==================== block 1
Fig. 1: block 1, selected gate families
Bar = 20 µm.
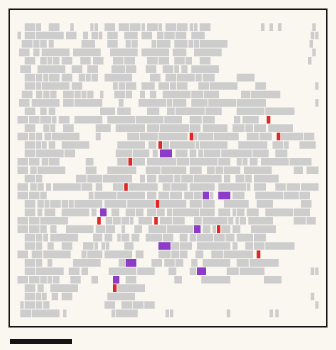

<file path="src/rtl/branch_predict_ctrl.sv">
// branch_predict_ctrl: direct-mapped table of 2-bit saturating counters
// indexed by fetch PC.
// It supplies a taken prediction to fetch and checks each resolving branch
// against the prediction it carried down the pipeline.
// When the two disagree, it issues a registered PC redirect and a two-cycle
// flush of the younger stages.
//
// Optional feature macro: BRANCH_PREDICT_STATS_EN
//   defined   -> branch_cnt / mispred_cnt are saturating 16-bit event counters
//   undefined -> both count ports are tied to 16'h0000; the port list is the same
//                in both builds.
//
// Handshake: redirect_valid is a single-cycle registered pulse.
// While it is high, redirect_pc holds the corrected fetch address.
// Fetch must accept it unconditionally; there is no ready back-pressure.
// flush is high for exactly two cycles, starting with the redirect pulse.
module branch_predict_ctrl #(
    parameter int IDX_W = 4
) (
    input  logic        clk,
    input  logic        rst,
    input  logic [31:0] if_pc,
    output logic        pred_taken,
    input  logic        stall,
    input  logic        ex_valid,
    input  logic        ex_branch,
    input  logic        ex_zero,
    input  logic        ex_pred_taken,
    input  logic [31:0] ex_pc,
    input  logic [31:0] ex_target,
    input  logic [31:0] ex_pc_plus4,
    output logic        redirect_valid,
    output logic [31:0] redirect_pc,
    output logic        flush,
    output logic [15:0] branch_cnt,
    output logic [15:0] mispred_cnt
);

    localparam int DEPTH = 1 << IDX_W;

    typedef enum logic [1:0] {
        ST_RUN    = 2'd0,
        ST_FLUSH1 = 2'd1,
        ST_FLUSH2 = 2'd2
    } state_e;

    state_e           state_q, state_d;
    logic [1:0]       cnt_q [DEPTH];
    logic [IDX_W-1:0] if_idx;
    logic [IDX_W-1:0] ex_idx;
    logic             resolve;
    logic             taken;
    logic             mispredict;
    logic             tbl_upd;
    logic             redirect_valid_q, redirect_valid_d;
    logic [31:0]      redirect_pc_q, redirect_pc_d;
    logic             flush_q, flush_d;
    logic             unused_pc_bits;

    // Only the word-index bits of the PCs select a table entry.
    assign if_idx = if_pc[IDX_W+1:2];
    assign ex_idx = ex_pc[IDX_W+1:2];
    assign unused_pc_bits = ^{if_pc[31:IDX_W+2], if_pc[1:0],
                              ex_pc[31:IDX_W+2], ex_pc[1:0]};

    // A resolve is only honoured in RUN.
    // Anything presented while flushing belongs to a squashed instruction.
    assign resolve    = ex_valid & ~stall & (state_q == ST_RUN);
    assign taken      = ex_branch & ex_zero;
    assign mispredict = resolve & (ex_pred_taken != taken);
    assign tbl_upd    = resolve & ex_branch;

    // Lookup reads the stored value, so a same-cycle update is seen next cycle.
    assign pred_taken = cnt_q[if_idx][1];

    // Next-state and registered-output logic for the flush sequencer.
    always_comb begin
        state_d          = state_q;
        redirect_valid_d = mispredict;
        redirect_pc_d    = redirect_pc_q;
        flush_d          = mispredict | (state_q == ST_FLUSH1);
        if (mispredict) begin
            redirect_pc_d = taken ? ex_target : ex_pc_plus4;
        end
        case (state_q)
            ST_RUN:    if (mispredict) state_d = ST_FLUSH1;
            ST_FLUSH1: state_d = ST_FLUSH2;
            ST_FLUSH2: state_d = ST_RUN;
            default:   state_d = ST_RUN;
        endcase
    end

    // State and redirect/flush registers; the flush states ignore stall.
    always_ff @(posedge clk or posedge rst) begin
        if (rst) begin
            state_q          <= ST_RUN;
            redirect_valid_q <= 1'b0;
            redirect_pc_q    <= 32'h0;
            flush_q          <= 1'b0;
        end else begin
            state_q          <= state_d;
            redirect_valid_q <= redirect_valid_d;
            redirect_pc_q    <= redirect_pc_d;
            flush_q          <= flush_d;
        end
    end

    assign redirect_valid = redirect_valid_q;
    assign redirect_pc    = redirect_pc_q;
    assign flush          = flush_q;

    // Counter table: reset to weakly not-taken, saturating update per branch.
    always_ff @(posedge clk or posedge rst) begin
        if (rst) begin
            for (int i = 0; i < DEPTH; i++) begin
                cnt_q[i] <= 2'b01;
            end
        end else if (tbl_upd) begin
            if (taken && cnt_q[ex_idx] != 2'b11) begin
                cnt_q[ex_idx] <= cnt_q[ex_idx] + 2'b01;
            end else if (!taken && cnt_q[ex_idx] != 2'b00) begin
                cnt_q[ex_idx] <= cnt_q[ex_idx] - 2'b01;
            end
        end
    end

`ifdef BRANCH_PREDICT_STATS_EN
    logic [15:0] branch_cnt_q;
    logic [15:0] mispred_cnt_q;

    // Saturating event counters for resolved branches and mispredicts.
    always_ff @(posedge clk or posedge rst) begin
        if (rst) begin
            branch_cnt_q  <= 16'h0;
            mispred_cnt_q <= 16'h0;
        end else begin
            if (tbl_upd && branch_cnt_q != 16'hFFFF) begin
                branch_cnt_q <= branch_cnt_q + 16'd1;
            end
            if (mispredict && mispred_cnt_q != 16'hFFFF) begin
                mispred_cnt_q <= mispred_cnt_q + 16'd1;
            end
        end
    end

    assign branch_cnt  = branch_cnt_q;
    assign mispred_cnt = mispred_cnt_q;
`else
    assign branch_cnt  = 16'h0000;
    assign mispred_cnt = 16'h0000;
`endif

endmodule
</file>
<file path="config.mk">
export PLATFORM = sky130hd
export DESIGN_NAME = branch_predict_ctrl
export DESIGN_NICKNAME = d
export VERILOG_FILES = /design/src/rtl/branch_predict_ctrl.sv
export SDC_FILE = /design/constraint.sdc
export NUM_CORES = 1
export LEC_CHECK = 0
export CAP_MARGIN = 20
export CORE_MARGIN = 2
export CORE_UTILIZATION = 40
export DETAILED_ROUTE_END_ITERATION = 7
export PLACE_DENSITY = 0.79
export SETUP_SLACK_MARGIN = 0.2
export SLEW_MARGIN = 10
export SYNTH_ARGS = -nofsm -noshare
export SYNTH_HDL_FRONTEND = slang
export SYNTH_SLANG_ARGS = --single-unit
</file>
<file path="constraint.sdc">
create_clock -name clk -period 2.83 [get_ports clk]
set_input_delay 0.849 -clock clk [delete_from_list [all_inputs] [get_ports clk]]
set_output_delay 0.849 -clock clk [all_outputs]
set_load 0.05 [all_outputs]
</file>
==================== block 2
## config.mk

```make
export PLATFORM = sky130hd
export DESIGN_NAME = vram_arbiter_flat
export DESIGN_NICKNAME = d
export VERILOG_FILES = /design/src/rtl/vram_arbiter_if.sv /design/src/rtl/vram_arbiter.sv /design/src/flat_wrapper.sv
export SDC_FILE = /design/constraint.sdc
export NUM_CORES = 1
export LEC_CHECK = 0
export CORE_MARGIN = 5
export CORE_UTILIZATION = 30
export CTS_BUF_LIST = sky130_fd_sc_hd__clkbuf_4 sky130_fd_sc_hd__clkbuf_8
export CTS_CLUSTER_DIAMETER = 60
export DETAILED_ROUTE_END_ITERATION = 7
export PLACE_DENSITY = 0.84
export SLEW_MARGIN = 20
export SYNTH_ARGS = -nofsm -noshare
export SYNTH_HDL_FRONTEND = slang
export SYNTH_SLANG_ARGS = --single-unit
```

## constraint.sdc

```tcl
create_clock -name clk -period 2.7 [get_ports clk]
set_input_delay 0.54 -clock clk [delete_from_list [all_inputs] [get_ports clk]]
set_output_delay 0.54 -clock clk [all_outputs]
set_load 0.1 [all_outputs]
```

## src/rtl/vram_arbiter_if.sv

```systemverilog
// Bus bundle between vram_arbiter, the display fetcher, the system port and the canvas BRAM.
// The slave modport is the arbiter's view; the master modport is the surrounding logic's view.
interface vram_arbiter_if #(
  parameter int ADDRW = 14,
  parameter int DATAW = 32
);
  logic             disp_req;
  logic [ADDRW-1:0] disp_addr;
  logic             disp_ack;
  logic             disp_rvalid;
  logic [DATAW-1:0] disp_rdata;

  logic             sys_valid;
  logic             sys_ready;
  logic             sys_we;
  logic [ADDRW-1:0] sys_addr;
  logic [DATAW-1:0] sys_wdata;
  logic             sys_rvalid;
  logic [DATAW-1:0] sys_rdata;

  logic [ADDRW-1:0] mem_addr;
  logic             mem_we;
  logic [DATAW-1:0] mem_wdata;
  logic [DATAW-1:0] mem_rdata;

  logic [15:0]      stat_sys_stall;
  logic [15:0]      stat_bursts;

  modport slave (
    input  disp_req, disp_addr, sys_valid, sys_we, sys_addr, sys_wdata, mem_rdata,
    output disp_ack, disp_rvalid, disp_rdata, sys_ready, sys_rvalid, sys_rdata,
           mem_addr, mem_we, mem_wdata, stat_sys_stall, stat_bursts
  );

  modport master (
    output disp_req, disp_addr, sys_valid, sys_we, sys_addr, sys_wdata, mem_rdata,
    input  disp_ack, disp_rvalid, disp_rdata, sys_ready, sys_rvalid, sys_rdata,
           mem_addr, mem_we, mem_wdata, stat_sys_stall, stat_bursts
  );
endinterface

```

## src/rtl/vram_arbiter.sv

```systemverilog
// Canvas BRAM arbiter: display bursts have priority, the system port is owed one beat per burst gap.
// Define VRAM_ARB_STATS_EN to build the stall and burst statistic counters.
module vram_arbiter #(
  parameter int ADDRW = 14,
  parameter int DATAW = 32,
  parameter int BURST = 8
) (
  input logic           clk,
  input logic           rst_n,
  vram_arbiter_if.slave bus
);
  localparam int CW = $clog2(BURST);
  localparam logic [CW-1:0] LAST = CW'(BURST - 1);

  typedef enum logic {IDLE, BURST_ST} state_t;

  state_t           state_q, state_d;
  logic [CW-1:0]    cnt_q, cnt_d;
  logic [ADDRW-1:0] base_q, base_d;
  logic             sysOwed_q, sysOwed_d;
  logic             dispRvalid_q, sysRvalid_q;

  logic             dispAck, sysReady, dispIssue, sysRead;
  logic [ADDRW-1:0] memAddr;
  logic             memWe;
  logic [DATAW-1:0] memWdata;

  always_comb begin
    state_d   = state_q;
    cnt_d     = cnt_q;
    base_d    = base_q;
    sysOwed_d = sysOwed_q;
    dispAck   = 1'b0;
    sysReady  = 1'b0;
    dispIssue = 1'b0;
    sysRead   = 1'b0;
    memAddr   = '0;
    memWe     = 1'b0;
    memWdata  = '0;
    unique case (state_q)
      IDLE: begin
        // An owed system beat outranks a waiting display request.
        sysReady = !bus.disp_req || sysOwed_q;
        if (bus.sys_valid && sysReady) begin
          memAddr   = bus.sys_addr;
          memWe     = bus.sys_we;
          memWdata  = bus.sys_wdata;
          sysRead   = !bus.sys_we;
          sysOwed_d = 1'b0;
        end else if (bus.disp_req) begin
          dispAck   = 1'b1;
          dispIssue = 1'b1;
          memAddr   = bus.disp_addr;
          base_d    = bus.disp_addr;
          cnt_d     = CW'(1);
          state_d   = BURST_ST;
        end
        if (!bus.sys_valid) sysOwed_d = 1'b0;
      end
      BURST_ST: begin
        dispIssue = 1'b1;
        memAddr   = base_q + ADDRW'(cnt_q);
        cnt_d     = cnt_q + CW'(1);
        if (cnt_q == LAST) begin
          cnt_d     = '0;
          state_d   = IDLE;
          sysOwed_d = bus.sys_valid;
        end
      end
      default: state_d = IDLE;
    endcase
  end

  always_ff @(posedge clk or negedge rst_n) begin
    if (!rst_n) begin
      state_q      <= IDLE;
      cnt_q        <= '0;
      base_q       <= '0;
      sysOwed_q    <= 1'b0;
      dispRvalid_q <= 1'b0;
      sysRvalid_q  <= 1'b0;
    end else begin
      state_q      <= state_d;
      cnt_q        <= cnt_d;
      base_q       <= base_d;
      sysOwed_q    <= sysOwed_d;
      dispRvalid_q <= dispIssue;
      sysRvalid_q  <= sysRead;
    end
  end

  // The BRAM output is already registered, so read data passes straight through.
  assign bus.disp_ack    = dispAck;
  assign bus.sys_ready   = sysReady;
  assign bus.mem_addr    = memAddr;
  assign bus.mem_we      = memWe;
  assign bus.mem_wdata   = memWdata;
  assign bus.disp_rvalid = dispRvalid_q;
  assign bus.sys_rvalid  = sysRvalid_q;
  assign bus.disp_rdata  = bus.mem_rdata;
  assign bus.sys_rdata   = bus.mem_rdata;

`ifdef VRAM_ARB_STATS_EN
  logic [15:0] stall_q, bursts_q;
  logic        burstDone;

  assign burstDone = (state_q == BURST_ST) && (cnt_q == LAST);

  always_ff @(posedge clk or negedge rst_n) begin
    if (!rst_n) begin
      stall_q  <= '0;
      bursts_q <= '0;
    end else begin
      if (bus.sys_valid && !sysReady && stall_q != 16'hFFFF) stall_q <= stall_q + 16'd1;
      if (burstDone) bursts_q <= bursts_q + 16'd1;
    end
  end

  assign bus.stat_sys_stall = stall_q;
  assign bus.stat_bursts    = bursts_q;
`else
  assign bus.stat_sys_stall = 16'h0000;
  assign bus.stat_bursts    = 16'h0000;
`endif
endmodule

```

## src/flat_wrapper.sv

```systemverilog
// flat-port wrapper written by rule: the top's interface ports become plain ports
module vram_arbiter_flat 
#(
  parameter int ADDRW = 14,
  parameter int DATAW = 32,
  parameter int BURST = 8
)
  (clk, rst_n, bus_disp_req, bus_disp_addr, bus_sys_valid, bus_sys_we, bus_sys_addr, bus_sys_wdata, bus_mem_rdata, bus_disp_ack, bus_disp_rvalid, bus_disp_rdata, bus_sys_ready, bus_sys_rvalid, bus_sys_rdata, bus_mem_addr, bus_mem_we, bus_mem_wdata, bus_stat_sys_stall, bus_stat_bursts);
  vram_arbiter_if #(.ADDRW(ADDRW), .DATAW(DATAW)) bus_i ();
  input logic clk;
  input logic rst_n;
  input wire logic [$bits(bus_i.disp_req)-1:0] bus_disp_req;
  input wire logic [$bits(bus_i.disp_addr)-1:0] bus_disp_addr;
  input wire logic [$bits(bus_i.sys_valid)-1:0] bus_sys_valid;
  input wire logic [$bits(bus_i.sys_we)-1:0] bus_sys_we;
  input wire logic [$bits(bus_i.sys_addr)-1:0] bus_sys_addr;
  input wire logic [$bits(bus_i.sys_wdata)-1:0] bus_sys_wdata;
  input wire logic [$bits(bus_i.mem_rdata)-1:0] bus_mem_rdata;
  output wire logic [$bits(bus_i.disp_ack)-1:0] bus_disp_ack;
  output wire logic [$bits(bus_i.disp_rvalid)-1:0] bus_disp_rvalid;
  output wire logic [$bits(bus_i.disp_rdata)-1:0] bus_disp_rdata;
  output wire logic [$bits(bus_i.sys_ready)-1:0] bus_sys_ready;
  output wire logic [$bits(bus_i.sys_rvalid)-1:0] bus_sys_rvalid;
  output wire logic [$bits(bus_i.sys_rdata)-1:0] bus_sys_rdata;
  output wire logic [$bits(bus_i.mem_addr)-1:0] bus_mem_addr;
  output wire logic [$bits(bus_i.mem_we)-1:0] bus_mem_we;
  output wire logic [$bits(bus_i.mem_wdata)-1:0] bus_mem_wdata;
  output wire logic [$bits(bus_i.stat_sys_stall)-1:0] bus_stat_sys_stall;
  output wire logic [$bits(bus_i.stat_bursts)-1:0] bus_stat_bursts;
  assign bus_i.disp_req = bus_disp_req;
  assign bus_i.disp_addr = bus_disp_addr;
  assign bus_i.sys_valid = bus_sys_valid;
  assign bus_i.sys_we = bus_sys_we;
  assign bus_i.sys_addr = bus_sys_addr;
  assign bus_i.sys_wdata = bus_sys_wdata;
  assign bus_i.mem_rdata = bus_mem_rdata;
  assign bus_disp_ack = bus_i.disp_ack;
  assign bus_disp_rvalid = bus_i.disp_rvalid;
  assign bus_disp_rdata = bus_i.disp_rdata;
  assign bus_sys_ready = bus_i.sys_ready;
  assign bus_sys_rvalid = bus_i.sys_rvalid;
  assign bus_sys_rdata = bus_i.sys_rdata;
  assign bus_mem_addr = bus_i.mem_addr;
  assign bus_mem_we = bus_i.mem_we;
  assign bus_mem_wdata = bus_i.mem_wdata;
  assign bus_stat_sys_stall = bus_i.stat_sys_stall;
  assign bus_stat_bursts = bus_i.stat_bursts;
  vram_arbiter #(.ADDRW(ADDRW), .DATAW(DATAW), .BURST(BURST)) u_core (.clk(clk), .rst_n(rst_n), .bus(bus_i));
endmodule
```

==================== block 3
==> src/rtl/mux_4.sv <==
// mux_4: 4-to-1 selector of N-bit channels. REG_OUT=1 gives a registered
// output with load enable, synchronous reset and a valid flag. REG_OUT=0
// gives a purely combinational output with valid tied high.
module mux_4 #(
  parameter int unsigned N       = 10,
  parameter bit          REG_OUT = 1'b1
) (
  input  logic         clk,
  input  logic         rst,
  input  logic         en,
  input  logic [1:0]   sel,
  input  logic [N-1:0] D0,
  input  logic [N-1:0] D1,
  input  logic [N-1:0] D2,
  input  logic [N-1:0] D3,
  output logic [N-1:0] Dout,
  output logic         valid
);

  logic [N-1:0] mux;

  // Channel selection. An unknown select drives all-X so it shows up in
  // simulation, and leaves synthesis free to treat it as don't-care.
  always_comb begin
    mux = 'x;
    case (sel)
      2'd0:    mux = D0;
      2'd1:    mux = D1;
      2'd2:    mux = D2;
      2'd3:    mux = D3;
      default: mux = 'x;
    endcase
  end

  generate
    if (REG_OUT) begin : g_reg
      logic [N-1:0] dout_q;
      logic         valid_q;

      // Output register: reset clears data and valid, otherwise load on en.
      always_ff @(posedge clk) begin
        if (rst) begin
          dout_q  <= '0;
          valid_q <= 1'b0;
        end else if (en) begin
          dout_q  <= mux;
          valid_q <= 1'b1;
        end
      end

      assign Dout  = dout_q;
      assign valid = valid_q;
    end else begin : g_comb
      // clk, rst and en are intentionally unused in this configuration.
      logic unused;
      assign unused = &{1'b0, clk, rst, en};
      assign Dout   = mux;
      assign valid  = 1'b1;
    end
  endgenerate

endmodule

==> config.mk <==
export PLATFORM = sky130hd
export DESIGN_NAME = mux_4
export DESIGN_NICKNAME = d
export VERILOG_FILES = /design/src/rtl/mux_4.sv
export SDC_FILE = /design/constraint.sdc
export NUM_CORES = 1
export LEC_CHECK = 0
export CORE_MARGIN = 2
export CORE_UTILIZATION = 34
export DETAILED_ROUTE_END_ITERATION = 7
export PLACE_DENSITY = 0.84
export SYNTH_ARGS = -nofsm -noshare
export SYNTH_HDL_FRONTEND = slang
export SYNTH_SLANG_ARGS = --single-unit
==> constraint.sdc <==
create_clock -name clk -period 1.8 [get_ports clk]
set_clock_uncertainty 0.15 [all_clocks]
set_input_delay 0.36 -clock clk [delete_from_list [all_inputs] [get_ports clk]]
set_output_delay 0.36 -clock clk [all_outputs]
set_load 0.01 [all_outputs]

==> notes/layouts.md <==
Pictures saved along the way, in no particular order.

Routing congestion map.
(a)
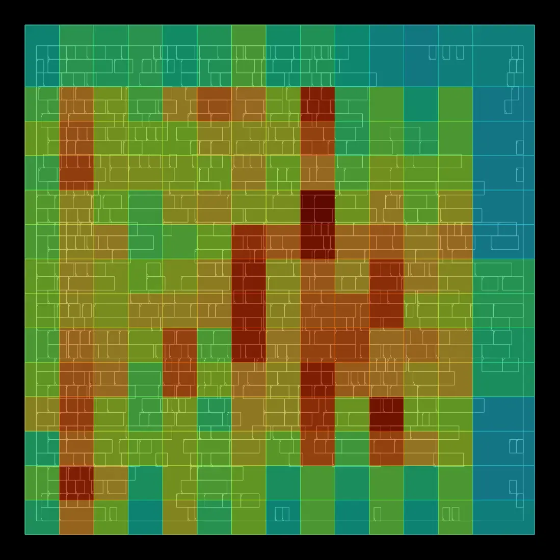
(b)
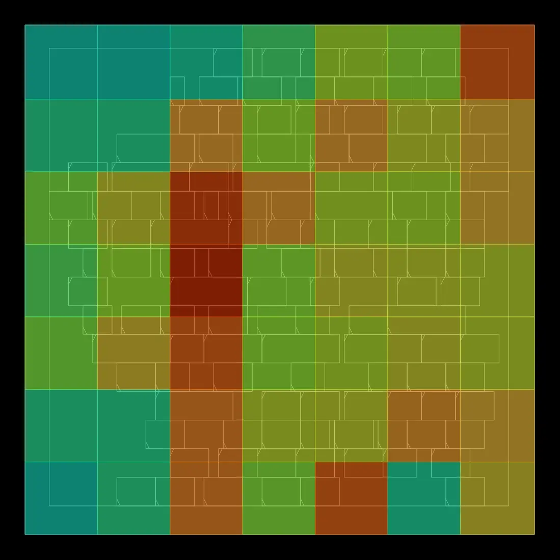
(c)
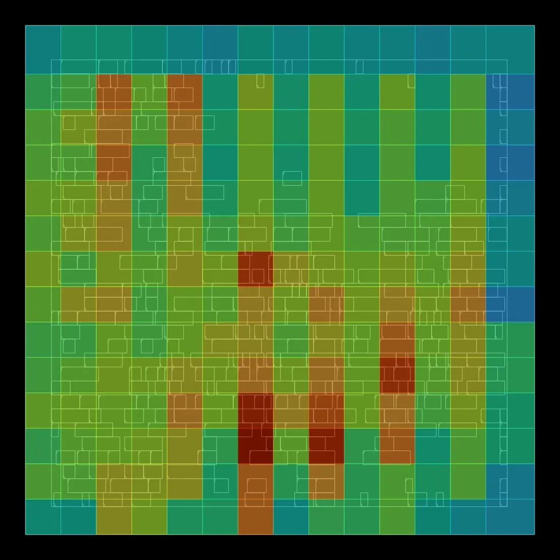
(a) is block 1.
(b) is block 3.
(c) is block 2.
The one with the lowest utilization is (c).

Fig. 2: block 1, sequential cells grouped by signal name
Bar = 20 µm.
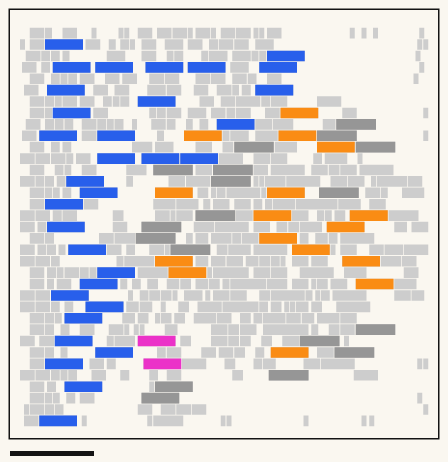
Key: magenta = `state_q` [placed flops 2]; orange = `cnt_q` [placed flops 16]; blue = `redirect_pc` [placed flops 32]

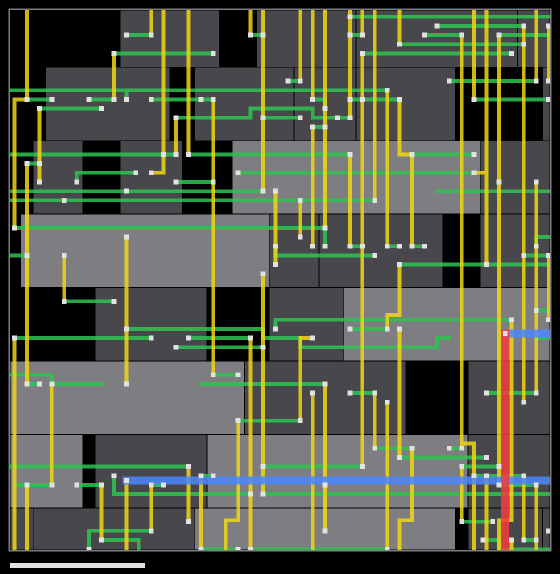
Fig. 3. A small window of the routed layout (block 1).
Bar = 5 µm. Region (41, 61) to (61, 81) µm. Cells in grey, sequential cells in the stronger grey; small squares are vias.
Key: green = met1; blue = met3; yellow = met2; red = met4
28 logic cells have their middle in the window. Netlist names of flops here include `redirect_pc` (2), `cnt_q` (1). Sequential cells in the window: 6. Most frequent: clkdlybuf4s50_1 (4).

About Fig. 1:
Key: purple = AND and OR gates [cells 9]; red = inverters [cells 12]

==> run notes, block 1 <==
Implementation progress

For this sky-water flow run, the detailed-routed wirelength per cell is reported as between 15 and 20 µm. Once routing completed, OpenROAD measured the worst setup slack at -113 ps. Setup repair after global routing could not meet its margin everywhere. Looking at the group totals, the largest power group turns out to be combinational logic.

The critical path is of the in2out type. The detail-routed via count per cell stands at between 5 and 6. The run finished, with violations left. Detailed placement ended at an HPWL of 7.63 mm. By instance count after routing, the leading logic cell type is clkdlybuf4s50_1. Tap insertion was completed with ~130 tapcells. The die boundary height stands at ~100 µm. In this run the worst setup path begins at if_pc[3]. The final cell count without fillers stands at about 640. The final timing report counts setup violations totalling 17. The checks that failed: negative setup slack.

For this run, the number of Yosys warnings is 0.
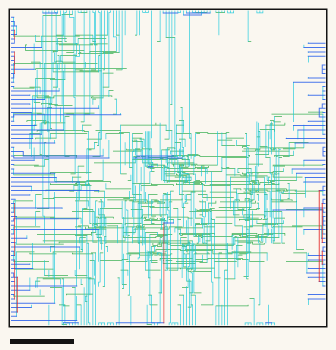
Fig. 4. Routed metal, one colour a layer (block 2).
Bar = 20 µm.
Key: green = met1 [wire length 2,560 µm]; red = met4 [wire length 125 µm]; cyan = met2 [wire length 3,760 µm]; blue = met3 [wire length 860 µm]
total wire length after detailed routing: 7.30 mm
GRT Util Overall: 14.6%

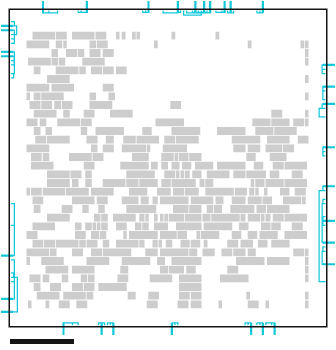
Fig. 5. Wires at chosen ports, followed through buffers (block 2).
Bar = 20 µm.
Key: cyan = `bus_disp_rdata` [bits 32, direction output, end cells 0, buffers 0, wire 260 µm]
Top-Level Pins: 244
Buffers on Ports: 115

==> run notes, block 2 <==
Implementation progress

The post-route cell area stands at approximately 3800 µm². Walking the worst path, the cells encountered are clkdlybuf4s50_1, buf_4, and2_1, and2b_4, and2_1, buf_12. The critical path ends at bus_mem_wdata[18]. The iteration tally of the first detailed-router pass stands at 4. The pin count of the biggest net entering global routing stands at 35. The max-slew violation total from the final report stands at 0. The yosys warning tally stands at 0. The sequential logic power stands at around 670 µW. The number of sequential cells reported for the layout is 21. The number of buffers between clock root and the deepest sink stands at 2. The area fraction in compound gates stands at 11.2%. The run finished with clean final reports.

The area after detailed placement stands at 3710 µm². The smallest clock period supported by the final layout is computed as 2660 ps. In this run, flip-flops and latches consume roughly an eighth of the power. TritonCTS built the clock tree. The largest part of the power goes to combinational logic.
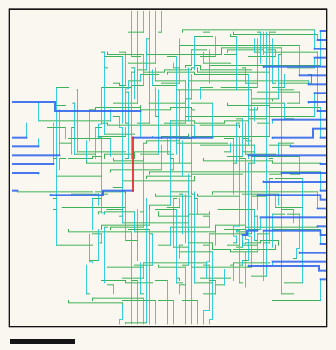
Fig. 6. Routed metal, one colour a layer (block 3).
Bar = 10 µm.
Key: blue = met3 [wire length 211 µm]; cyan = met2 [wire length 1,070 µm]; green = met1 [wire length 1,060 µm]; red = met4 [wire length 8.20 µm]
total wire length after detailed routing: 2.35 mm
total number of vias: 751
Routed WL per cell: 16.2 µm

==> run notes, block 3 <==
Implementation progress

The iteration tally of the first detailed-router pass stands at 3. The fraction of final cell area spent on clock buffers and inverters in this run is around 2.0%. The net switching power in the latest report is 168 µW. Looking at the setup timing report, the critical path kind is reg2out. The number of buffers added by the clock tree synthesis step stands at 3. The worst hold path passes through 2 cells.

The run finished with clean final reports. At the pin with the least slew margin, the transition time is about 400 ps. Per the gpl log, the routability congestion estimate is between 0.7 and 0.8. The yosys warning tally stands at 0. The sequential power reported by the tool is 272 µW. The layout has just under 60 buffers outside the clock class. The minimum setup slack after placement stands at -104 ps.

The final-layout clock buffer total stands at 4. The number of remaining DRC errors stands at 0.

Power figures rest on the tool's default switching activity, not on a simulated workload.
